# ---- block 1 ----
**Block 1: sizing map**

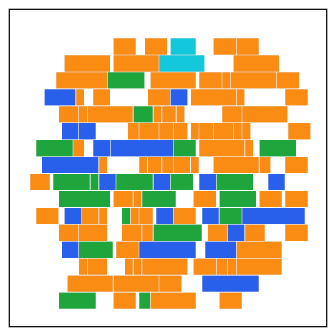

$ cat src/rtl/fifo_wr_ctrl_pkg.sv
// ---------------------------------------------------------------------------
// fifo_wr_ctrl_pkg
//   Shared definitions for the asynchronous FIFO write/read controllers:
//   default geometry and the binary-to-Gray helper used by both pointer
//   domains.
// ---------------------------------------------------------------------------
package fifo_wr_ctrl_pkg;

  localparam int ADDR_SIZE_DEF    = 4;
  localparam int AFULL_THRESH_DEF = 2;

  // Reflected binary code: adjacent values differ in exactly one bit, which
  // lets a multi-bit pointer cross a clock domain through plain flops.
  function automatic logic [31:0] bin2gray(input logic [31:0] b);
    return b ^ (b >> 1);
  endfunction

endpackage

$ cat src/rtl/fifo_wr_ctrl_if.sv
// ---------------------------------------------------------------------------
// fifo_wr_ctrl_if
//   Write-side signal bundle of the asynchronous FIFO.
//   master : producer / read-pointer sync side (drives wr_en, rptr_sync)
//   slave  : fifo_wr_ctrl (drives RAM write port, Gray pointer and flags)
//   wr_en        write request
//   rptr_sync    Gray read pointer already synchronized into the write clock
//   wr_addr      RAM write address
//   mem_we       RAM write enable
//   wptr_gray    registered Gray write pointer to the read-domain synchronizer
//   full         registered full flag
//   almost_full  registered almost-full flag
//   wr_count     registered occupancy seen from the write side
//   overflow     sticky write-while-full flag
// ---------------------------------------------------------------------------
interface fifo_wr_ctrl_if #(
  parameter int ADDR_SIZE = 4
);
  logic                 wr_en;
  logic [ADDR_SIZE:0]   rptr_sync;
  logic [ADDR_SIZE-1:0] wr_addr;
  logic                 mem_we;
  logic [ADDR_SIZE:0]   wptr_gray;
  logic                 full;
  logic                 almost_full;
  logic [ADDR_SIZE:0]   wr_count;
  logic                 overflow;

  modport master (
    output wr_en, rptr_sync,
    input  wr_addr, mem_we, wptr_gray, full, almost_full, wr_count, overflow
  );

  modport slave (
    input  wr_en, rptr_sync,
    output wr_addr, mem_we, wptr_gray, full, almost_full, wr_count, overflow
  );
endinterface

$ cat src/rtl/fifo_wr_ctrl_gray_to_bin.sv
// ---------------------------------------------------------------------------
// gray_to_bin
//   Combinational Gray-to-binary converter, shared by both FIFO controllers.
//   gray  in  W  Gray-coded value
//   bin   out W  binary equivalent
// ---------------------------------------------------------------------------
module gray_to_bin #(
  parameter int W = 5
) (
  input  logic [W-1:0] gray,
  output logic [W-1:0] bin
);

  // Each binary bit is the XOR of its own Gray bit and every bit above it.
  for (genvar i = 0; i < W; i++) begin : g_bit
    assign bin[i] = ^(gray >> i);
  end

endmodule

$ cat src/rtl/fifo_wr_ctrl.sv
// ---------------------------------------------------------------------------
// fifo_wr_ctrl
//   Write-domain controller of the dual-clock asynchronous FIFO. Keeps the
//   binary and Gray write pointers, drives the RAM write port and derives
//   full, almost_full, fill count and a sticky overflow flag.
//   clk   in  write-domain clock
//   rst   in  synchronous, active-high reset
//   bus   fifo_wr_ctrl_if.slave: wr_en/rptr_sync in; wr_addr, mem_we,
//         wptr_gray, full, almost_full, wr_count, overflow out
//   The read domain must be reset in the same window so that rptr_sync
//   returns to zero together with the write pointer.
// ---------------------------------------------------------------------------
module fifo_wr_ctrl
  import fifo_wr_ctrl_pkg::*;
#(
  parameter int ADDR_SIZE    = ADDR_SIZE_DEF,   // min 2
  parameter int AFULL_THRESH = AFULL_THRESH_DEF
) (
  input  logic           clk,
  input  logic           rst,
  fifo_wr_ctrl_if.slave  bus
);

  localparam int PW    = ADDR_SIZE + 1;
  localparam int DEPTH = 1 << ADDR_SIZE;

  logic [PW-1:0] wbin;
  logic [PW-1:0] wbin_next;
  logic [PW-1:0] wgray_next;
  logic [PW-1:0] rbin;
  logic [PW-1:0] count_next;
  logic [PW-1:0] full_gray;
  logic          accept;
  logic          afull_next;

  gray_to_bin #(.W(PW)) u_rptr_g2b (
    .gray (bus.rptr_sync),
    .bin  (rbin)
  );

  assign accept     = bus.wr_en & ~bus.full;
  assign wbin_next  = wbin + PW'(accept);
  assign wgray_next = PW'(bin2gray(32'(wbin_next)));

  // In Gray code the write pointer is exactly one lap ahead of the read
  // pointer when the top two bits are inverted and the rest are equal.
  assign full_gray  = {~bus.rptr_sync[ADDR_SIZE:ADDR_SIZE-1],
                       bus.rptr_sync[ADDR_SIZE-2:0]};

  // Modular subtract handles pointer wrap; result spans 0..DEPTH.
  assign count_next = wbin_next - rbin;
  assign afull_next = ({1'b0, count_next} >= (PW+1)'(DEPTH - AFULL_THRESH));

  assign bus.mem_we  = accept;
  assign bus.wr_addr = wbin[ADDR_SIZE-1:0];

  // Flags are computed from the post-write pointer so that full rises on the
  // very edge that consumes the last free slot.
  // NOTE: sequential state uses non-blocking assignments so every register
  // samples pre-edge values regardless of statement order.
  always_ff @(posedge clk) begin
    if (rst) begin
      wbin            <= '0;
      bus.wptr_gray   <= '0;
      bus.wr_count    <= '0;
      bus.full        <= 1'b0;
      bus.almost_full <= 1'b0;
      bus.overflow    <= 1'b0;
    end else begin
      wbin            <= wbin_next;
      bus.wptr_gray   <= wgray_next;
      bus.wr_count    <= count_next;
      bus.full        <= (wgray_next == full_gray);
      bus.almost_full <= afull_next;
      bus.overflow    <= bus.overflow | (bus.wr_en & bus.full);
    end
  end

endmodule

$ cat src/flat_wrapper.sv
// flat-port wrapper written by rule: the top's interface ports become plain ports
module fifo_wr_ctrl_flat import fifo_wr_ctrl_pkg::*;
#(
  parameter int ADDR_SIZE    = ADDR_SIZE_DEF,           
  parameter int AFULL_THRESH = AFULL_THRESH_DEF
)
  (clk, rst, bus_wr_en, bus_rptr_sync, bus_wr_addr, bus_mem_we, bus_wptr_gray, bus_full, bus_almost_full, bus_wr_count, bus_overflow);
  fifo_wr_ctrl_if #(.ADDR_SIZE(ADDR_SIZE)) bus_i ();
  input  logic clk;
  input  logic rst;
  input wire logic [$bits(bus_i.wr_en)-1:0] bus_wr_en;
  input wire logic [$bits(bus_i.rptr_sync)-1:0] bus_rptr_sync;
  output wire logic [$bits(bus_i.wr_addr)-1:0] bus_wr_addr;
  output wire logic [$bits(bus_i.mem_we)-1:0] bus_mem_we;
  output wire logic [$bits(bus_i.wptr_gray)-1:0] bus_wptr_gray;
  output wire logic [$bits(bus_i.full)-1:0] bus_full;
  output wire logic [$bits(bus_i.almost_full)-1:0] bus_almost_full;
  output wire logic [$bits(bus_i.wr_count)-1:0] bus_wr_count;
  output wire logic [$bits(bus_i.overflow)-1:0] bus_overflow;
  assign bus_i.wr_en = bus_wr_en;
  assign bus_i.rptr_sync = bus_rptr_sync;
  assign bus_wr_addr = bus_i.wr_addr;
  assign bus_mem_we = bus_i.mem_we;
  assign bus_wptr_gray = bus_i.wptr_gray;
  assign bus_full = bus_i.full;
  assign bus_almost_full = bus_i.almost_full;
  assign bus_wr_count = bus_i.wr_count;
  assign bus_overflow = bus_i.overflow;
  fifo_wr_ctrl #(.ADDR_SIZE(ADDR_SIZE), .AFULL_THRESH(AFULL_THRESH)) u_core (.clk(clk), .rst(rst), .bus(bus_i));
endmodule
$ cat config.mk
export PLATFORM = sky130hd
export DESIGN_NAME = fifo_wr_ctrl_flat
export DESIGN_NICKNAME = d
export VERILOG_FILES = /design/src/rtl/fifo_wr_ctrl_pkg.sv /design/src/rtl/fifo_wr_ctrl_if.sv /design/src/rtl/fifo_wr_ctrl_gray_to_bin.sv /design/src/rtl/fifo_wr_ctrl.sv /design/src/flat_wrapper.sv
export SDC_FILE = /design/constraint.sdc
export NUM_CORES = 1
export LEC_CHECK = 0
export CAP_MARGIN = 25
export CORE_MARGIN = 2
export CORE_UTILIZATION = 41
export CTS_CLUSTER_SIZE = 16
export DETAILED_ROUTE_END_ITERATION = 7
export GPL_ROUTABILITY_DRIVEN = 0
export GPL_TIMING_DRIVEN = 0
export PLACE_DENSITY = 0.73
export SLEW_MARGIN = 20
export SYNTH_ARGS = -nofsm -noshare
export SYNTH_HDL_FRONTEND = slang
export SYNTH_SLANG_ARGS = --single-unit
export TNS_END_PERCENT = 5
$ cat constraint.sdc
create_clock -name clk -period 2.35 [get_ports clk]
set_input_delay 0.3525 -clock clk [delete_from_list [all_inputs] [get_ports clk]]
set_output_delay 0.3525 -clock clk [all_outputs]
set_load 0.02 [all_outputs]
# ---- block 2 ----
**src/rtl/frac_clk_div_if.sv**
```systemverilog
// Configuration and status bundle of the fractional clock divider.
// The requester owns en/div/half/load; the divider owns clk_out and the status pulses.
interface frac_clk_div_if #(
  parameter int W = 8
);
  logic         en;
  logic [W-1:0] div;
  logic         half;
  logic         load;
  logic         clk_out;
  logic         tick;
  logic         ack;
  logic         err;

  modport master (output en, div, half, load, input clk_out, tick, ack, err);
  modport slave  (input en, div, half, load, output clk_out, tick, ack, err);
endinterface

```
**src/rtl/frac_clk_div.sv**
```systemverilog
// Divide-by-N / N+0.5 clock generator with ~50% duty and boundary-aligned reconfiguration.
// CLK_OUT follows the sampled edge directly; TICK/ACK are rising-edge registered, no backpressure.
module frac_clk_div #(
  parameter int W            = 8,
  parameter int DEFAULT_DIV  = 5,
  parameter int DEFAULT_HALF = 0
) (
  input  logic          clk_i,
  input  logic          rst_ni,
  frac_clk_div_if.slave bus
);
  typedef struct packed { logic ph; logic [W-1:0] c; } pos_t;
  typedef struct packed { logic [W-1:0] n; logic h; } cfg_t;
  typedef struct packed { logic wrap; pos_t p; } stp_t;

  localparam cfg_t CFG_DEF = '{n: W'(DEFAULT_DIV), h: (DEFAULT_HALF != 0)};

  // Position is (phase, index within phase): high phase lasts n hc, low phase n or n+1 hc,
  // so a W-bit index never has to hold more than n.
  function automatic stp_t step(input pos_t p, input cfg_t k);
    stp_t         s;
    logic [W-1:0] last;
    last   = (p.ph && k.h) ? k.n : (k.n - W'(1));
    s.wrap = 1'b0;
    s.p    = p;
    if (p.c == last) begin
      s.p.c  = '0;
      s.p.ph = ~p.ph;
      s.wrap = p.ph;
    end else begin
      s.p.c = p.c + W'(1);
    end
    return s;
  endfunction

  logic bnd_q, bnd_d;
  pos_t pos_q, pos_d;
  cfg_t act_q, act_d, shd_q, shd_d;
  logic pend_q, pend_d, err_q, err_d;
  logic tick_q, tick_d, ack_q, ack_d;
  logic tick_late_q, tick_late_d, ack_late_q, ack_late_d;
  logic r_q, r_d, fnext_q, fnext_d, f_q;

  pos_t pos_e, pos_1;
  cfg_t cfg_e, cfg_1;
  stp_t s1, s2;
  logic run_e, run_1, v_e, v_1;
  logic start_e, start_1, app_e, app_1;
  logic legal, load_ok;

  always_ff @(posedge clk_i or negedge rst_ni) begin
    if (!rst_ni) begin
      bnd_q       <= 1'b1;
      pos_q       <= '0;
      act_q       <= CFG_DEF;
      shd_q       <= CFG_DEF;
      pend_q      <= 1'b0;
      err_q       <= 1'b0;
      tick_q      <= 1'b0;
      ack_q       <= 1'b0;
      tick_late_q <= 1'b0;
      ack_late_q  <= 1'b0;
      r_q         <= 1'b0;
      fnext_q     <= 1'b1;
    end else begin
      bnd_q       <= bnd_d;
      pos_q       <= pos_d;
      act_q       <= act_d;
      shd_q       <= shd_d;
      pend_q      <= pend_d;
      err_q       <= err_d;
      tick_q      <= tick_d;
      ack_q       <= ack_d;
      tick_late_q <= tick_late_d;
      ack_late_q  <= ack_late_d;
      r_q         <= r_d;
      fnext_q     <= fnext_d;
    end
  end

  // Idles high: while stopped r_q alone holds the output low, and a start needs no falling edge.
  always_ff @(negedge clk_i or negedge rst_ni) begin
    if (!rst_ni) f_q <= 1'b1;
    else         f_q <= fnext_q;
  end

  // Each rising edge resolves hc e and hc e+1, and looks ahead to hc e+2 for the falling flop.
  always_comb begin
    legal   = (bus.div >= W'(2)) || ((bus.div == W'(1)) && bus.half);
    load_ok = bus.load && legal;

    cfg_e   = act_q;
    pos_e   = pos_q;
    run_e   = 1'b1;
    v_e     = ~pos_q.ph;
    start_e = 1'b0;
    app_e   = 1'b0;
    if (bnd_q) begin
      pos_e   = '0;
      run_e   = bus.en;
      v_e     = bus.en;
      start_e = bus.en;
      app_e   = bus.en && pend_q;
      if (app_e) cfg_e = shd_q;
    end

    s1      = step(pos_e, cfg_e);
    cfg_1   = cfg_e;
    pos_1   = s1.p;
    run_1   = run_e;
    start_1 = 1'b0;
    app_1   = 1'b0;
    if (run_e && s1.wrap) begin
      run_1   = bus.en;
      start_1 = bus.en;
      app_1   = bus.en && pend_q;
      if (app_1) cfg_1 = shd_q;
    end
    v_1 = run_1 && !pos_1.ph;

    s2    = step(pos_1, cfg_1);
    bnd_d = !run_1 || s2.wrap;
    pos_d = bnd_d ? '0 : s2.p;

    // A flop is high when either hc it spans is high; low phases of >= 2 hc keep the AND exact.
    r_d     = v_e || v_1;
    fnext_d = v_1 || bnd_d || !s2.p.ph;

    act_d       = cfg_1;
    shd_d       = load_ok ? '{n: bus.div, h: bus.half} : shd_q;
    pend_d      = load_ok || (pend_q && !(app_e || app_1));
    err_d       = bus.load ? !legal : err_q;
    tick_d      = start_e || tick_late_q;
    ack_d       = app_e || ack_late_q;
    tick_late_d = start_1;
    ack_late_d  = app_1;
  end

  assign bus.clk_out = r_q & f_q;
  assign bus.tick    = tick_q;
  assign bus.ack     = ack_q;
  assign bus.err     = err_q;
endmodule
```
**src/flat_wrapper.sv**
```systemverilog
// flat-port wrapper written by rule: the top's interface ports become plain ports
module frac_clk_div_flat 
#(
  parameter int W            = 8,
  parameter int DEFAULT_DIV  = 5,
  parameter int DEFAULT_HALF = 0
)
  (clk_i, rst_ni, bus_en, bus_div, bus_half, bus_load, bus_clk_out, bus_tick, bus_ack, bus_err);
  frac_clk_div_if #(.W(W)) bus_i ();
  input  logic clk_i;
  input  logic rst_ni;
  input wire logic [$bits(bus_i.en)-1:0] bus_en;
  input wire logic [$bits(bus_i.div)-1:0] bus_div;
  input wire logic [$bits(bus_i.half)-1:0] bus_half;
  input wire logic [$bits(bus_i.load)-1:0] bus_load;
  output wire logic [$bits(bus_i.clk_out)-1:0] bus_clk_out;
  output wire logic [$bits(bus_i.tick)-1:0] bus_tick;
  output wire logic [$bits(bus_i.ack)-1:0] bus_ack;
  output wire logic [$bits(bus_i.err)-1:0] bus_err;
  assign bus_i.en = bus_en;
  assign bus_i.div = bus_div;
  assign bus_i.half = bus_half;
  assign bus_i.load = bus_load;
  assign bus_clk_out = bus_i.clk_out;
  assign bus_tick = bus_i.tick;
  assign bus_ack = bus_i.ack;
  assign bus_err = bus_i.err;
  frac_clk_div #(.W(W), .DEFAULT_DIV(DEFAULT_DIV), .DEFAULT_HALF(DEFAULT_HALF)) u_core (.clk_i(clk_i), .rst_ni(rst_ni), .bus(bus_i));
endmodule
```
**config.mk**
```make
export PLATFORM = sky130hd
export DESIGN_NAME = frac_clk_div_flat
export DESIGN_NICKNAME = d
export VERILOG_FILES = /design/src/rtl/frac_clk_div_if.sv /design/src/rtl/frac_clk_div.sv /design/src/flat_wrapper.sv
export SDC_FILE = /design/constraint.sdc
export NUM_CORES = 1
export LEC_CHECK = 0
export ABC_AREA = 1
export CAP_MARGIN = 5
export CORE_UTILIZATION = 50
export DETAILED_ROUTE_END_ITERATION = 7
export MAX_ROUTING_LAYER = met4
export PLACE_DENSITY = 0.8
export RECOVER_POWER = 50
export SYNTH_ARGS = -nofsm -noshare
export SYNTH_HDL_FRONTEND = slang
export SYNTH_SLANG_ARGS = --single-unit
```
**constraint.sdc**
```tcl
create_clock -name clk_i -period 12.2 [get_ports clk_i]
set_input_delay 1.83 -clock clk_i [delete_from_list [all_inputs] [get_ports clk_i]]
set_output_delay 1.83 -clock clk_i [all_outputs]
set_load 0.02 [all_outputs]
```
# ---- block 3 ----
[src/rtl/muldiv_unit.sv]
// Iterative RV32M multiply/divide unit: shift-add multiply, restoring divide.
// Latency: WIDTH+1 edges from accept to the DONE edge; divide-by-zero and signed overflow finish on the accept edge.
// Backpressure: ready is high only in IDLE; valid is ignored while busy, there is no queue; kill aborts or blocks an op.
//
// Ports:
//   clk, rst_n       rising-edge clock, asynchronous active-low reset
//   valid_i/ready_o  request handshake; accept on an edge where both are high and kill_i is low
//   kill_i           pipeline flush; drops the in-flight op, and blocks an accept on the same edge
//   funct3           0 MUL, 1 MULH, 2 MULHSU, 3 MULHU, 4 DIV, 5 DIVU, 6 REM, 7 REMU
//   op_a, op_b       rs1/rs2, sampled only at accept
//   valid_o, result  one-cycle result strobe; result holds until the next strobe

module muldiv_unit #(
    parameter int WIDTH = 32
) (
    input  logic             clk,
    input  logic             rst_n,
    input  logic             valid_i,
    output logic             ready_o,
    input  logic             kill_i,
    input  logic [2:0]       funct3,
    input  logic [WIDTH-1:0] op_a,
    input  logic [WIDTH-1:0] op_b,
    output logic             valid_o,
    output logic [WIDTH-1:0] result
);

    localparam int CW = (WIDTH > 1) ? $clog2(WIDTH) : 1;
    localparam logic [CW-1:0]    LAST_ITER = CW'(WIDTH - 1);
    localparam logic [WIDTH-1:0] MIN_NEG   = {1'b1, {(WIDTH-1){1'b0}}};
    localparam logic [WIDTH-1:0] ALL_ONES  = {WIDTH{1'b1}};

    localparam logic [2:0] F_MUL    = 3'd0;
    localparam logic [2:0] F_MULH   = 3'd1;
    localparam logic [2:0] F_MULHSU = 3'd2;
    localparam logic [2:0] F_MULHU  = 3'd3;
    localparam logic [2:0] F_DIV    = 3'd4;
    localparam logic [2:0] F_DIVU   = 3'd5;
    localparam logic [2:0] F_REM    = 3'd6;
    localparam logic [2:0] F_REMU   = 3'd7;

    typedef enum logic [1:0] {
        S_IDLE = 2'd0,
        S_CALC = 2'd1,
        S_DONE = 2'd2
    } state_t;

    state_t             state;
    logic [CW-1:0]      cnt;
    logic               iter_done;   // all WIDTH iterations applied; next CALC edge writes the result
    logic [2:0]         op;
    logic               sign_a;
    logic               sign_b;
    logic [WIDTH-1:0]   opnd;        // multiplicand |a| or divisor |b|
    logic [2*WIDTH-1:0] acc;         // mul: {product hi, multiplier}; div: {remainder, dividend/quotient}

    // ---------------- accept-side decode ----------------
    logic             is_div;
    logic             a_signed;
    logic             b_signed;
    logic             a_neg_in;
    logic             b_neg_in;
    logic [WIDTH-1:0] a_abs;
    logic [WIDTH-1:0] b_abs;
    logic             div_zero;
    logic             div_ovf;
    logic [WIDTH-1:0] special_res;

    always_comb begin
        is_div   = funct3[2];
        a_signed = (funct3 == F_MULH) || (funct3 == F_MULHSU) ||
                   (funct3 == F_DIV)  || (funct3 == F_REM);
        b_signed = (funct3 == F_MULH) || (funct3 == F_DIV) || (funct3 == F_REM);
        a_neg_in = a_signed & op_a[WIDTH-1];
        b_neg_in = b_signed & op_b[WIDTH-1];
        a_abs    = a_neg_in ? (~op_a + 1'b1) : op_a;
        b_abs    = b_neg_in ? (~op_b + 1'b1) : op_b;
        div_zero = is_div && (op_b == '0);
        // Only signed divide/remainder can overflow; funct3[0]==0 selects DIV/REM.
        div_ovf  = is_div && !funct3[0] && (op_a == MIN_NEG) && (op_b == ALL_ONES);
        // funct3[1] distinguishes REM/REMU from DIV/DIVU.
        if (funct3[1]) begin
            special_res = div_zero ? op_a : '0;
        end else begin
            special_res = div_zero ? ALL_ONES : MIN_NEG;
        end
    end

    // ---------------- one iteration of each algorithm ----------------
    logic [WIDTH:0]     mul_sum;
    logic [2*WIDTH-1:0] mul_next;
    logic [WIDTH:0]     div_shift;
    logic [WIDTH:0]     div_diff;
    logic [2*WIDTH-1:0] div_next;
    logic [2*WIDTH-1:0] step_next;

    always_comb begin
        // Multiply: conditional add into the upper half, carry kept as the new MSB after the shift.
        mul_sum  = {1'b0, acc[2*WIDTH-1:WIDTH]} + {1'b0, opnd};
        mul_next = acc[0] ? {mul_sum, acc[WIDTH-1:1]} : {1'b0, acc[2*WIDTH-1:1]};

        // Restoring divide: shift {rem, dividend} left, trial-subtract; a clear borrow bit means it fits.
        div_shift = {acc[2*WIDTH-1:WIDTH], acc[WIDTH-1]};
        div_diff  = div_shift - {1'b0, opnd};
        if (div_diff[WIDTH]) begin
            div_next = {div_shift[WIDTH-1:0], acc[WIDTH-2:0], 1'b0};
        end else begin
            div_next = {div_diff[WIDTH-1:0], acc[WIDTH-2:0], 1'b1};
        end

        step_next = op[2] ? div_next : mul_next;
    end

    // ---------------- sign correction and result select ----------------
    logic [2*WIDTH-1:0] prod_fix;
    logic [WIDTH-1:0]   quo_fix;
    logic [WIDTH-1:0]   rem_fix;
    logic [WIDTH-1:0]   final_res;

    always_comb begin
        prod_fix = (sign_a ^ sign_b) ? (~acc + 1'b1) : acc;
        quo_fix  = (sign_a ^ sign_b) ? (~acc[WIDTH-1:0] + 1'b1) : acc[WIDTH-1:0];
        // Remainder follows the dividend's sign only.
        rem_fix  = sign_a ? (~acc[2*WIDTH-1:WIDTH] + 1'b1) : acc[2*WIDTH-1:WIDTH];
        case (op)
            F_MUL:                     final_res = prod_fix[WIDTH-1:0];
            F_MULH, F_MULHSU, F_MULHU: final_res = prod_fix[2*WIDTH-1:WIDTH];
            F_DIV, F_DIVU:             final_res = quo_fix;
            F_REM, F_REMU:             final_res = rem_fix;
            default:                   final_res = '0;
        endcase
    end

    // ---------------- control FSM with registered outputs ----------------
    always_ff @(posedge clk or negedge rst_n) begin
        if (!rst_n) begin
            state     <= S_IDLE;
            ready_o   <= 1'b1;
            valid_o   <= 1'b0;
            result    <= '0;
            cnt       <= '0;
            iter_done <= 1'b0;
            op        <= '0;
            sign_a    <= 1'b0;
            sign_b    <= 1'b0;
            opnd      <= '0;
            acc       <= '0;
        end else begin
            valid_o <= 1'b0;
            case (state)
                S_IDLE: begin
                    if (valid_i && !kill_i) begin
                        op        <= funct3;
                        sign_a    <= a_neg_in;
                        sign_b    <= b_neg_in;
                        cnt       <= '0;
                        iter_done <= 1'b0;
                        ready_o   <= 1'b0;
                        if (div_zero || div_ovf) begin
                            result  <= special_res;
                            valid_o <= 1'b1;
                            state   <= S_DONE;
                        end else begin
                            opnd  <= is_div ? b_abs : a_abs;
                            acc   <= {{WIDTH{1'b0}}, (is_div ? a_abs : b_abs)};
                            state <= S_CALC;
                        end
                    end
                end
                S_CALC: begin
                    if (kill_i) begin
                        state   <= S_IDLE;
                        ready_o <= 1'b1;
                    end else if (iter_done) begin
                        result  <= final_res;
                        valid_o <= 1'b1;
                        state   <= S_DONE;
                    end else begin
                        acc <= step_next;
                        cnt <= cnt + 1'b1;
                        if (cnt == LAST_ITER) begin
                            iter_done <= 1'b1;
                        end
                    end
                end
                S_DONE: begin
                    state   <= S_IDLE;
                    ready_o <= 1'b1;
                end
                default: begin
                    state   <= S_IDLE;
                    ready_o <= 1'b1;
                end
            endcase
        end
    end

endmodule

[config.mk]
export PLATFORM = sky130hd
export DESIGN_NAME = muldiv_unit
export DESIGN_NICKNAME = d
export VERILOG_FILES = /design/src/rtl/muldiv_unit.sv
export SDC_FILE = /design/constraint.sdc
export NUM_CORES = 1
export LEC_CHECK = 0
export CAP_MARGIN = 15
export CORE_AREA = 2 2 241 148
export CTS_BUF_LIST = sky130_fd_sc_hd__clkbuf_4
export CTS_CLUSTER_DIAMETER = 30
export DETAILED_ROUTE_END_ITERATION = 10
export DIE_AREA = 0 0 243 150
export PLACE_DENSITY = 0.66
export SLEW_MARGIN = 20
export SYNTH_ARGS = -nofsm -noshare
export SYNTH_HDL_FRONTEND = slang
export SYNTH_SLANG_ARGS = --single-unit
[constraint.sdc]
create_clock -name clk -period 10.56 [get_ports clk]
set_clock_uncertainty 0.05 [all_clocks]
set_input_delay 3.168 -clock clk [delete_from_list [all_inputs] [get_ports clk]]
set_output_delay 3.168 -clock clk [all_outputs]
set_load 0.01 [all_outputs]
# ---- block 4 ----
File: src/rtl/id_alu_issue.sv
`default_nettype none
// ============================================================================
// Module  : id_alu_issue
// Purpose : Decodes RV32I OP/OP-IMM/LUI/AUIPC into an ALU request held in a
//           single valid/ready register feeding EX, with stall and flush.
// Revision: 1.0  initial release
// ============================================================================
module id_alu_issue #(
  parameter int XLEN  = 32,
  parameter int CNT_W = 32
) (
  input  logic             clk,
  input  logic             reset,
  input  logic             in_valid,
  output logic             in_ready,
  input  logic [31:0]      in_instr,
  input  logic [XLEN-1:0]  in_pc,
  input  logic [XLEN-1:0]  in_rs1_data,
  input  logic [XLEN-1:0]  in_rs2_data,
  input  logic             flush,
  output logic             out_valid,
  input  logic             out_ready,
  output logic [3:0]       alu_op,
  output logic [XLEN-1:0]  alu_a,
  output logic [XLEN-1:0]  alu_b,
  output logic [4:0]       rd,
  output logic             rd_we,
  output logic             illegal,
  output logic [CNT_W-1:0] issued_cnt
);

  localparam logic [3:0] c_ALU_ADD = 4'd0;
  localparam logic [3:0] c_ALU_SUB = 4'd1;
  localparam logic [3:0] c_ALU_SLL = 4'd2;
  localparam logic [3:0] c_ALU_XOR = 4'd3;
  localparam logic [3:0] c_ALU_SRL = 4'd4;
  localparam logic [3:0] c_ALU_SRA = 4'd5;
  localparam logic [3:0] c_ALU_OR  = 4'd6;
  localparam logic [3:0] c_ALU_AND = 4'd7;

  localparam logic [6:0] c_OPC_OP    = 7'b0110011;
  localparam logic [6:0] c_OPC_OPIMM = 7'b0010011;
  localparam logic [6:0] c_OPC_LUI   = 7'b0110111;
  localparam logic [6:0] c_OPC_AUIPC = 7'b0010111;
  localparam logic [6:0] c_F7_ZERO   = 7'b0000000;
  localparam logic [6:0] c_F7_ALT    = 7'b0100000;

  logic [6:0]      w_opcode;
  logic [2:0]      w_funct3;
  logic [6:0]      w_funct7;
  logic [XLEN-1:0] w_imm_i;
  logic [XLEN-1:0] w_imm_u;
  logic [XLEN-1:0] w_shamt;
  logic            w_legal;
  logic [3:0]      w_op;
  logic [XLEN-1:0] w_a;
  logic [XLEN-1:0] w_b;
  logic [4:0]      w_rd;
  logic            w_rd_we;
  logic            w_load;

  logic            r_valid;
  logic [3:0]      r_op;
  logic [XLEN-1:0] r_a;
  logic [XLEN-1:0] r_b;
  logic [4:0]      r_rd;
  logic            r_rd_we;
  logic            r_illegal;
  logic [CNT_W-1:0] r_cnt;

  assign w_opcode = in_instr[6:0];
  assign w_funct3 = in_instr[14:12];
  assign w_funct7 = in_instr[31:25];
  assign w_imm_i  = {{(XLEN-12){in_instr[31]}}, in_instr[31:20]};
  assign w_imm_u  = {in_instr[31:12], 12'b0};
  assign w_shamt  = {{(XLEN-5){1'b0}}, in_instr[24:20]};

  always_comb begin
    w_legal = 1'b0;
    w_op    = c_ALU_ADD;
    w_a     = '0;
    w_b     = '0;
    case (w_opcode)
      c_OPC_OP: begin
        w_a = in_rs1_data;
        w_b = in_rs2_data;
        case (w_funct3)
          3'b000: begin
            if (w_funct7 == c_F7_ZERO) begin w_legal = 1'b1; w_op = c_ALU_ADD; end
            else if (w_funct7 == c_F7_ALT) begin w_legal = 1'b1; w_op = c_ALU_SUB; end
          end
          3'b001: if (w_funct7 == c_F7_ZERO) begin w_legal = 1'b1; w_op = c_ALU_SLL; end
          3'b100: if (w_funct7 == c_F7_ZERO) begin w_legal = 1'b1; w_op = c_ALU_XOR; end
          3'b110: if (w_funct7 == c_F7_ZERO) begin w_legal = 1'b1; w_op = c_ALU_OR;  end
          3'b111: if (w_funct7 == c_F7_ZERO) begin w_legal = 1'b1; w_op = c_ALU_AND; end
          3'b101: begin
            if (w_funct7 == c_F7_ZERO) begin w_legal = 1'b1; w_op = c_ALU_SRL; end
            else if (w_funct7 == c_F7_ALT) begin w_legal = 1'b1; w_op = c_ALU_SRA; end
          end
          default: ;
        endcase
      end
      c_OPC_OPIMM: begin
        w_a = in_rs1_data;
        w_b = w_imm_i;
        case (w_funct3)
          3'b000: begin w_legal = 1'b1; w_op = c_ALU_ADD; end
          3'b100: begin w_legal = 1'b1; w_op = c_ALU_XOR; end
          3'b110: begin w_legal = 1'b1; w_op = c_ALU_OR;  end
          3'b111: begin w_legal = 1'b1; w_op = c_ALU_AND; end
          3'b001: begin
            w_b = w_shamt;
            if (w_funct7 == c_F7_ZERO) begin w_legal = 1'b1; w_op = c_ALU_SLL; end
          end
          3'b101: begin
            // Shift immediates carry funct7 in imm[11:5]; only shamt reaches B.
            w_b = w_shamt;
            if (w_funct7 == c_F7_ZERO) begin w_legal = 1'b1; w_op = c_ALU_SRL; end
            else if (w_funct7 == c_F7_ALT) begin w_legal = 1'b1; w_op = c_ALU_SRA; end
          end
          default: ;
        endcase
      end
      c_OPC_LUI:   begin w_legal = 1'b1; w_a = '0;    w_b = w_imm_u; end
      c_OPC_AUIPC: begin w_legal = 1'b1; w_a = in_pc; w_b = w_imm_u; end
      default: ;
    endcase
    if (!w_legal) begin
      w_op = c_ALU_ADD;
      w_a  = '0;
      w_b  = '0;
    end
  end

  assign w_rd    = w_legal ? in_instr[11:7] : 5'd0;
  assign w_rd_we = w_legal && (in_instr[11:7] != 5'd0);

  assign in_ready = !r_valid || out_ready;
  assign w_load   = in_valid && in_ready;

  always_ff @(posedge clk) begin
    if (reset) begin
      r_valid   <= 1'b0;
      r_op      <= c_ALU_ADD;
      r_a       <= '0;
      r_b       <= '0;
      r_rd      <= '0;
      r_rd_we   <= 1'b0;
      r_illegal <= 1'b0;
    end else if (flush) begin
      r_valid <= 1'b0;
    end else if (w_load) begin
      r_valid   <= 1'b1;
      r_op      <= w_op;
      r_a       <= w_a;
      r_b       <= w_b;
      r_rd      <= w_rd;
      r_rd_we   <= w_rd_we;
      r_illegal <= !w_legal;
    end else if (out_ready) begin
      r_valid <= 1'b0;
    end
  end

  // A flushed entry never counts, even if EX is ready in the same cycle.
  always_ff @(posedge clk) begin
    if (reset) begin
      r_cnt <= '0;
    end else if (r_valid && out_ready && !flush) begin
      r_cnt <= r_cnt + 1'b1;
    end
  end

  assign out_valid  = r_valid;
  assign alu_op     = r_op;
  assign alu_a      = r_a;
  assign alu_b      = r_b;
  assign rd         = r_rd;
  assign rd_we      = r_rd_we;
  assign illegal    = r_illegal;
  assign issued_cnt = r_cnt;

endmodule
`default_nettype wire

File: config.mk
export PLATFORM = sky130hd
export DESIGN_NAME = id_alu_issue
export DESIGN_NICKNAME = d
export VERILOG_FILES = /design/src/rtl/id_alu_issue.sv
export SDC_FILE = /design/constraint.sdc
export NUM_CORES = 1
export LEC_CHECK = 0
export CAP_MARGIN = 0
export CORE_MARGIN = 2
export CORE_UTILIZATION = 40
export DETAILED_ROUTE_END_ITERATION = 10
export PLACE_DENSITY = 0.8
export SETUP_SLACK_MARGIN = 0.05
export SLEW_MARGIN = 15
export SYNTH_ARGS = -nofsm -noshare
export SYNTH_HDL_FRONTEND = slang
export SYNTH_SLANG_ARGS = --single-unit
File: constraint.sdc
create_clock -name clk -period 2.4 [get_ports clk]
set_clock_uncertainty 0.1 [all_clocks]
set_input_delay 0.6 -clock clk [delete_from_list [all_inputs] [get_ports clk]]
set_output_delay 0.6 -clock clk [all_outputs]
set_load 0.005 [all_outputs]
**Block 4: met4 routing**

Scale bar: 20 µm.
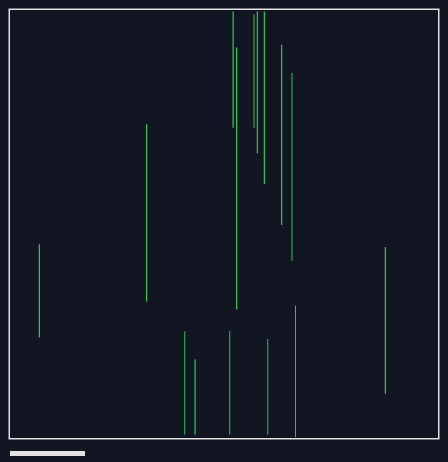
wire length on this layer	554 µm
main direction	vertical
nets with wire on the layer	14
longest straight run	69.4 µm
total wire length after detailed routing: 16990 µm
Vias: 5260

==> PnR_summary.wiki, block 4 <==
== Implementation results ==
{| class="wikitable"
! Metric !! Value
|-
| Via count of the first global-routing pass || 5117
|-
| CP Data Arrival Time || 2480 ps
|-
| Max-area cell share || 44.42%
|-
| Number of warnings reported in the yosys synthesis log || 0
|-
| Run status || finished, final reports clean
|-
| Group drawing the most power || sequential cells
|-
| Total number of nets in the final design || 957
|-
| Total of hold buffers inserted after clock tree synthesis || 0
|-
| Reported combinational group power || 0.000484 W
|-
| Cell taking the most area after synthesis || sky130_fd_sc_hd__dfxtp_1
|-
| Placed cells || 949
|-
| Drt wl/cell || 17.46 µm
|-
| Most used DFF post-synth || sky130_fd_sc_hd__dfxtp_1
|-
| Endpoint class of the critical path || register
|-
| Input/output buffers || 240
|-
| List of cells traversed by the critical path || clkdlybuf4s50_1, nand3b_1, or3_4, buf_6, a221o_1, a21oi_2
|-
| Reported net switching power || 0.0008132 W
|-
| Synthesized netlist net count || 679
|-
| Wire length of the first global-routing pass || 24920 µm
|-
| Root buffer cell || sky130_fd_sc_hd__clkbuf_16
|-
| Violation tally from detailed-route iteration zero || 326
|-
| Yosys cell count || 545
|-
| Yosys-reported design area after synthesis || 4822 µm²
|-
| Share of synthesized area spent on multiplexers || 0.4411%
|-
| Max stage delay cell, worst path || sky130_fd_sc_hd__clkdlybuf4s50_1
|-
| Flip-flops with a built-in enable || 0
|-
| Post-synthesis share of cell area spent on xor and xnor gates || 5.812%
|-
| Post-Layout Cell Count || 973
|-
| Category of the most critical setup path || in -> reg
|-
| CP startpoint kind || input pin
|-
| Complex-gate fraction of the synthesized area || 24.68%
|-
| Part of the total power dissipated in combinational logic || 13.1%
|-
| Setup repair after global routing missed its margin || no
|}
## block 4: path summary, 6_finish.rpt
| check | end | slack (ps) | from |
|---|---|---|---|
| min reg2reg | alu_b[26] | 350 | alu_b[26] |
| max reg2reg | alu_b[24] | 430 | out_valid |
| max | alu_b[24] | 90 | flush |
| min | alu_b[26] | 350 | alu_b[26] |
## block 4: per-layer routing
metal,wire [µm],part of all wire (%),vias to the layer above
met3,1334,7.9,35
met4,554,3.3,0
met1,6643,39,2498
met5,0,0,-
met2,8457,50,224
li1,-,-,2503
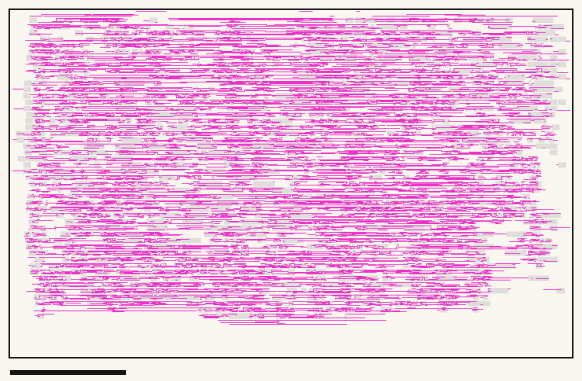
**Above:** block 3 (the metal 1 layer).
Scale bar: 50 µm. Cells faint in the background.
longest straight run	91.1 µm
share of all routed wire	48%
GRT met1 Usage: 54.32%
total wire length after detailed routing: 62720 µm
Vias: 16240

==> PnR_summary.wiki, block 3 <==
== Implementation results ==
{| class="wikitable"
! Metric !! Value
|-
| Buffers plus inverters on the worst setup path || 4
|-
| Category of the most critical setup path || in -> reg
|-
| Violation tally from detailed-route iteration zero || 2632
|-
| Core utilization before placement || 44.21%
|-
| Min Tclk post-route || 7404 ps
|-
| Post-Layout Cell Count || 2493
|-
| Hold path endpoint || result[11]
|-
| Run status || finished, final reports clean
|-
| Share of synthesized area spent on multiplexers || 5.273%
|-
| Fraction of registers with async set/reset || 100.0%
|-
| Sequential fraction of design power || 25.1%
|-
| Portion of the post-synthesis area used by sequential elements || 23.57%
|-
| Clk pwr share || 8.2%
|-
| Sum Neg Setup Slack || 0 ps
|-
| Number of instances in the synthesized netlist || 2013
|-
| Detail-routed via count per cell || 6.513
|-
| Most used DFF post-synth || sky130_fd_sc_hd__dfrtp_1
|-
| Most used standard cells in the synthesized netlist || 221 x sky130_fd_sc_hd__nor2_1, 211 x sky130_fd_sc_hd__a21oi_1, 190 x sky130_fd_sc_hd__o21ai_0
|-
| Count of different cell masters after synthesis || 98
|-
| Count of buffers not belonging to the clock network in the layout || 123
|-
| Most numerous logic cell after layout || sky130_fd_sc_hd__nor2_1
|-
| Count of inverters other than clock inverters in the layout || 73
|-
| Root buffer cell || sky130_fd_sc_hd__clkbuf_4
|-
| Post-synthesis share of cell area spent on xor and xnor gates || 10.60%
|-
| Max stage delay cell, worst path || sky130_fd_sc_hd__clkinv_1
|-
| Input/output buffers || 104
|-
| H-Tree Depth || 4
|-
| Non-clock buffer share || 7.090%
|-
| Critical path endpoint || acc[29]
|-
| Multi-input gates || 1653
|-
| GP Congestion || 0.9721
|-
| Setup slack of the most critical reg-to-reg path || 5550 ps
|-
| Full die area || 36450 µm²
|-
| Worst-path clk slew || 140 ps
|-
| Power density normalized to cell area || 259.8 nW/µm²
|-
| Number of clock sinks || 143
|-
| Total number of warnings across the stage logs || 27
|-
| Top cell class by occupied area || combinational gates
|-
| Ant. Diodes || 2
|-
| Post-placement worst setup slack || 2727 ps
|-
| Final total power || 0.004324 W
|-
| Proportion of layout cells with a drive suffix above 1 || 5.336%
|-
| Complex-gate fraction of the synthesized area || 28.88%
|-
| CP Data Arrival Time || 7880 ps
|}
[block 3: flip-flops by register name, indices dropped and copies added, names as in the netlist]
signal and flops:
acc 64, opnd 32, result 32, cnt 5, op 3, state 2, iter_done 1, ready_o 1
sign_a 1, sign_b 1, valid_o 1
[block 3: layer usage]
| metal | routed length (µm) | global-route usage, % | vias up |
|---|---|---|---|
| met5 | 0 | 0 | - |
| met3 | 8489 | 10.04 | 90 |
| met4 | 1136 | 7.178 | 0 |
| li1 | - | - | 7351 |
| met1 | 29870 | 54.32 | 7838 |
| met2 | 23230 | 42.96 | 959 |
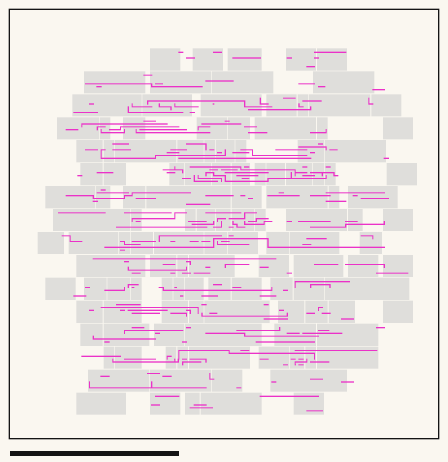
**Above:** block 1 (the metal 1 layer).
Scale bar: 20 µm. Cells faint in the background.
wire length on this layer	735 µm
nets with wire on the layer	123
total wire length after detailed routing: 1819 µm
Vias: 730
GRT met1 Usage: 20.15%

Notes on 'sizing map' of block 1 above:
colour	size	cells	share
orange	_0 and _1 cells	85	67%
green	_2 cells	19	15%
blue	_3 and _4 cells	20	16%
cyan	_6 and larger	2	1.6%
count of buffers not belonging to the clock network in the layout: 36
post-route cell area: 1403 µm²
area added between synthesis and finish: 56.56%
worst setup slack after layout: 77.65 ps

==> PnR_summary.wiki, block 1 <==
== Implementation results ==
{| class="wikitable"
! Metric !! Value
|-
| Number of rows created at floorplan || 16
|-
| Core utilization before placement || 44.75%
|-
| Cells resized by post-CTS repair || 19
|-
| Cell family contributing the most delay on the critical path || XOR/XNOR gates
|-
| Most numerous logic cell after layout || sky130_fd_sc_hd__clkdlybuf4s50_1
|-
| Placed wire-length estimate || 1402 µm
|-
| Adder Area Share || 9.218%
|-
| Post-synthesis cell type with the largest instance count || sky130_fd_sc_hd__dfxtp_1
|-
| Number of instances in the synthesized netlist || 87
|-
| Proportion of cell area spent on the clock network || 1.963%
|-
| Fraction of registers with async set/reset || 0%
|-
| CP required || 2560 ps
|-
| Number of flip-flops and latches || 17
|-
| Flip-flops with a built-in enable || 0
|-
| CP Data Arrival Time || 2490 ps
|-
| Most frequent logic cells in the routed design || 21 x sky130_fd_sc_hd__clkdlybuf4s50_1, 16 x sky130_fd_sc_hd__dfxtp_1, 13 x sky130_fd_sc_hd__nor2_1
|-
| Relative slew slack || 68.53%
|-
| List of cells traversed by the critical path || buf_12, xor2_4, xnor2_2, xor2_2, xnor2_1, ha_2, fa_2, nor2b_4, o311ai_2, a211o_1, o211ai_1
|-
| Register area || 341.6 µm²
|-
| Max stage delay cell, worst path || sky130_fd_sc_hd__fa_2
|-
| DR WL met2 || 995 µm
|-
| Gate Area || 639.4 µm²
|-
| Sequential fraction of design power || 38.9%
|-
| Top Metal Used || met4
|-
| Placed cells || 139
|-
| Root buffer cell || sky130_fd_sc_hd__clkbuf_4
|-
| Area of the core || 2002 µm²
|-
| Share of synthesized area spent on multiplexers || 0%
|-
| Sum Neg Setup Slack || 0 ps
|-
| Buffers plus inverters on the worst setup path || 1
|-
| Worst min-delay path class || in -> reg
|-
| GR peak layer || met2
|-
| Total of clock buffers placed in the layout || 3
|-
| Run status || finished, final reports clean
|-
| Min Tclk post-route || 2272 ps
|-
| Source of the critical timing path || bus_rptr_sync[3]
|-
| Switching share of power || 32.10%
|-
| Worst-path clk slew || 100 ps
|-
| Largest buffer count on any clock path || 2
|-
| Violation tally from detailed-route iteration zero || 28
|-
| Simple-gate share of the synthesized area || 16.34%
|-
| Category of the most critical setup path || in -> reg
|-
| WL met3 || 50 µm
|-
| Reported net switching power || 0.0002787 W
|-
| Pin count of the biggest net entering global routing || 11
|}
## block 1: path summary, 6_finish.rpt
path	to	slack, ps	depth (start not counted)
worst max register to register	u_core.bus.almost_full	190	9
worst min-delay path	u_core.bus.full	400	3
worst max-delay path	u_core.bus.almost_full	80	11
worst min register to register	u_core.bus.overflow	490	2
## block 1: power by group through the flow
stage / combinational [W] / clock (W) / sequential (W)
CTS: 0.000369 / 0.000153 / 0.000338
global placement: 0.000316 / 0 / 0.000342
finish: 0.000381 / 0.000149 / 0.000337
detailed placement: 0.000323 / 0 / 0.000345
global route: 0.000414 / 0.000171 / 0.000342
floorplan: 0.000157 / 0 / 0.000390
**Block 2: metal 2**

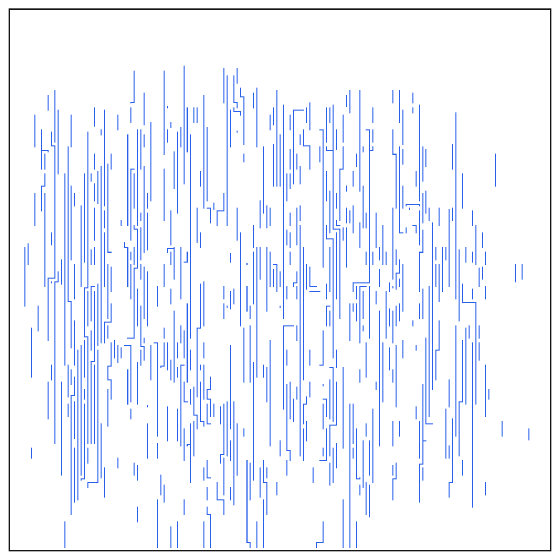
main direction	vertical
share of all routed wire	47%
longest straight run	32.0 µm
wire length on this layer	2690 µm
Vias: 2354
total wire length after detailed routing: 5672 µm
GR Layer Usage met2: 38.74%

==> PnR_summary.wiki, block 2 <==
== Implementation results ==
{| class="wikitable"
! Metric !! Value
|-
| Via count of the first global-routing pass || 2139
|-
| Proportion of layout cells with a drive suffix above 1 || 9.880%
|-
| Violations in the final reports || max-capacitance violations, max-slew violations
|-
| Placed wire-length estimate || 4511 µm
|-
| Full die area || 5616 µm²
|-
| Core utilization before placement || 52.08%
|-
| Largest buffer count on any clock path || 2
|-
| Post-Layout Cell Count || 485
|-
| Count of buffers not belonging to the clock network in the layout || 16
|-
| Worst setup slack after layout || 2727 ps
|-
| Input/output buffers || 16
|-
| Reported net switching power || 0.0002021 W
|-
| Run status || finished with violations
|-
| Num CTS Buffers || 5
|-
| Tap cells || 70
|-
| Max-cap violations || 1
|-
| GR peak layer || met2
|-
| Total of hold buffers inserted after clock tree synthesis || 0
|-
| Synthesized netlist net count || 415
|-
| Post-route DRC || 0
|-
| Most used DFF post-synth || sky130_fd_sc_hd__dfrtp_1
|-
| Highest net fanout along the worst path || 1
|-
| Min-Delay Path Depth || 1
|-
| H-Tree Depth || 2
|-
| Area added between synthesis and finish || 9.972%
|-
| Fin. max-slew vios || 38
|-
| Utilization after layout || 57.28%
|-
| Final total power || 0.0004753 W
|-
| Total number of nets in the final design || 433
|-
| Simple-gate share of the synthesized area || 38.90%
|}
block 2: final timing paths:
check                                   start            endpoint  slack, ps
hold reg to reg            u_core.tick_late_q     u_core.bus.tick        440
setup / recovery                   u_core.f_q         bus_clk_out       2730
max in group asynchronous              rst_ni          u_core.f_q       3350
min in group asynchronous              rst_ni  u_core.tick_late_q       2070
setup reg to reg               u_core.fnext_q          u_core.f_q       5570
hold / removal             u_core.tick_late_q     u_core.bus.tick        440
block 2: critical path: cells and delay by family (launching register included):
family / cells / cell delay, ps
buffers and inverters: 2 / 650
flip-flops: 1 / 500
AND/OR/NAND/NOR: 1 / 50


==> layout pictures side by side <==
Metal 2.
panel A
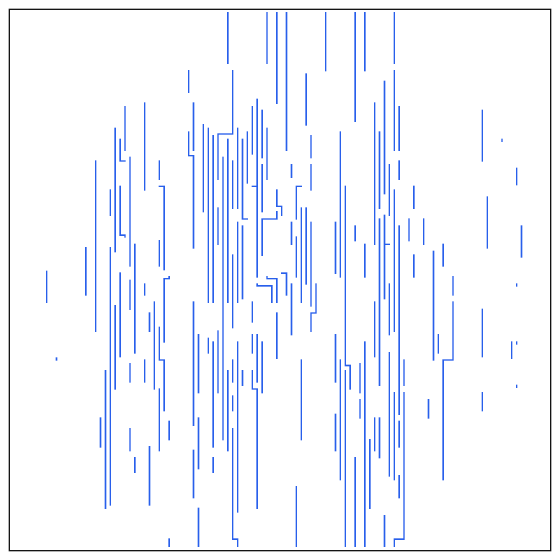
panel B
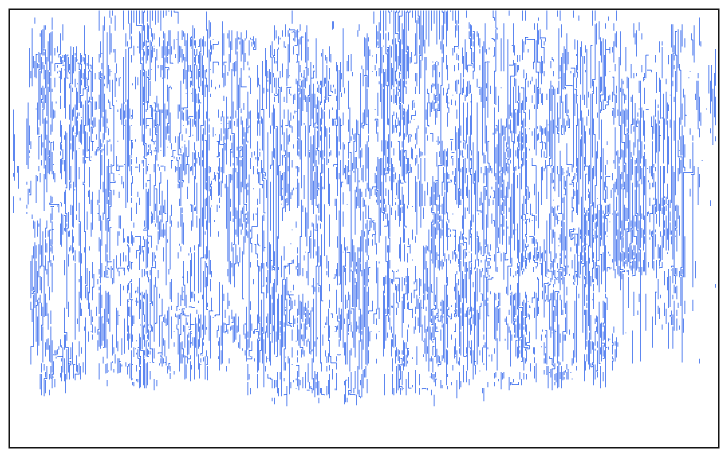
panel C
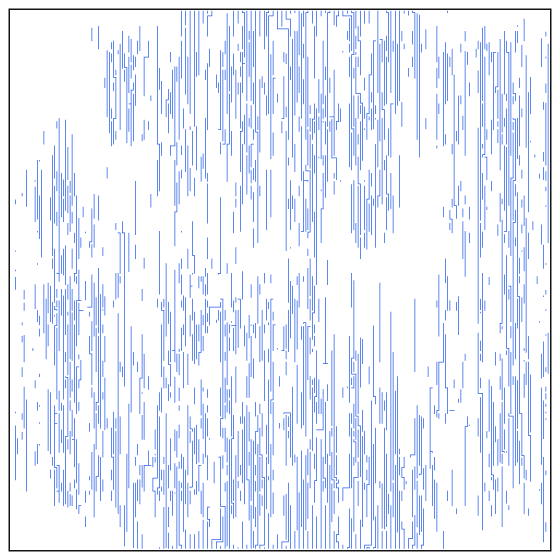
For block 1, see panel A.
For block 3, see panel B.
For block 4, see panel C.

Power is estimated from default activity; no workload was simulated.
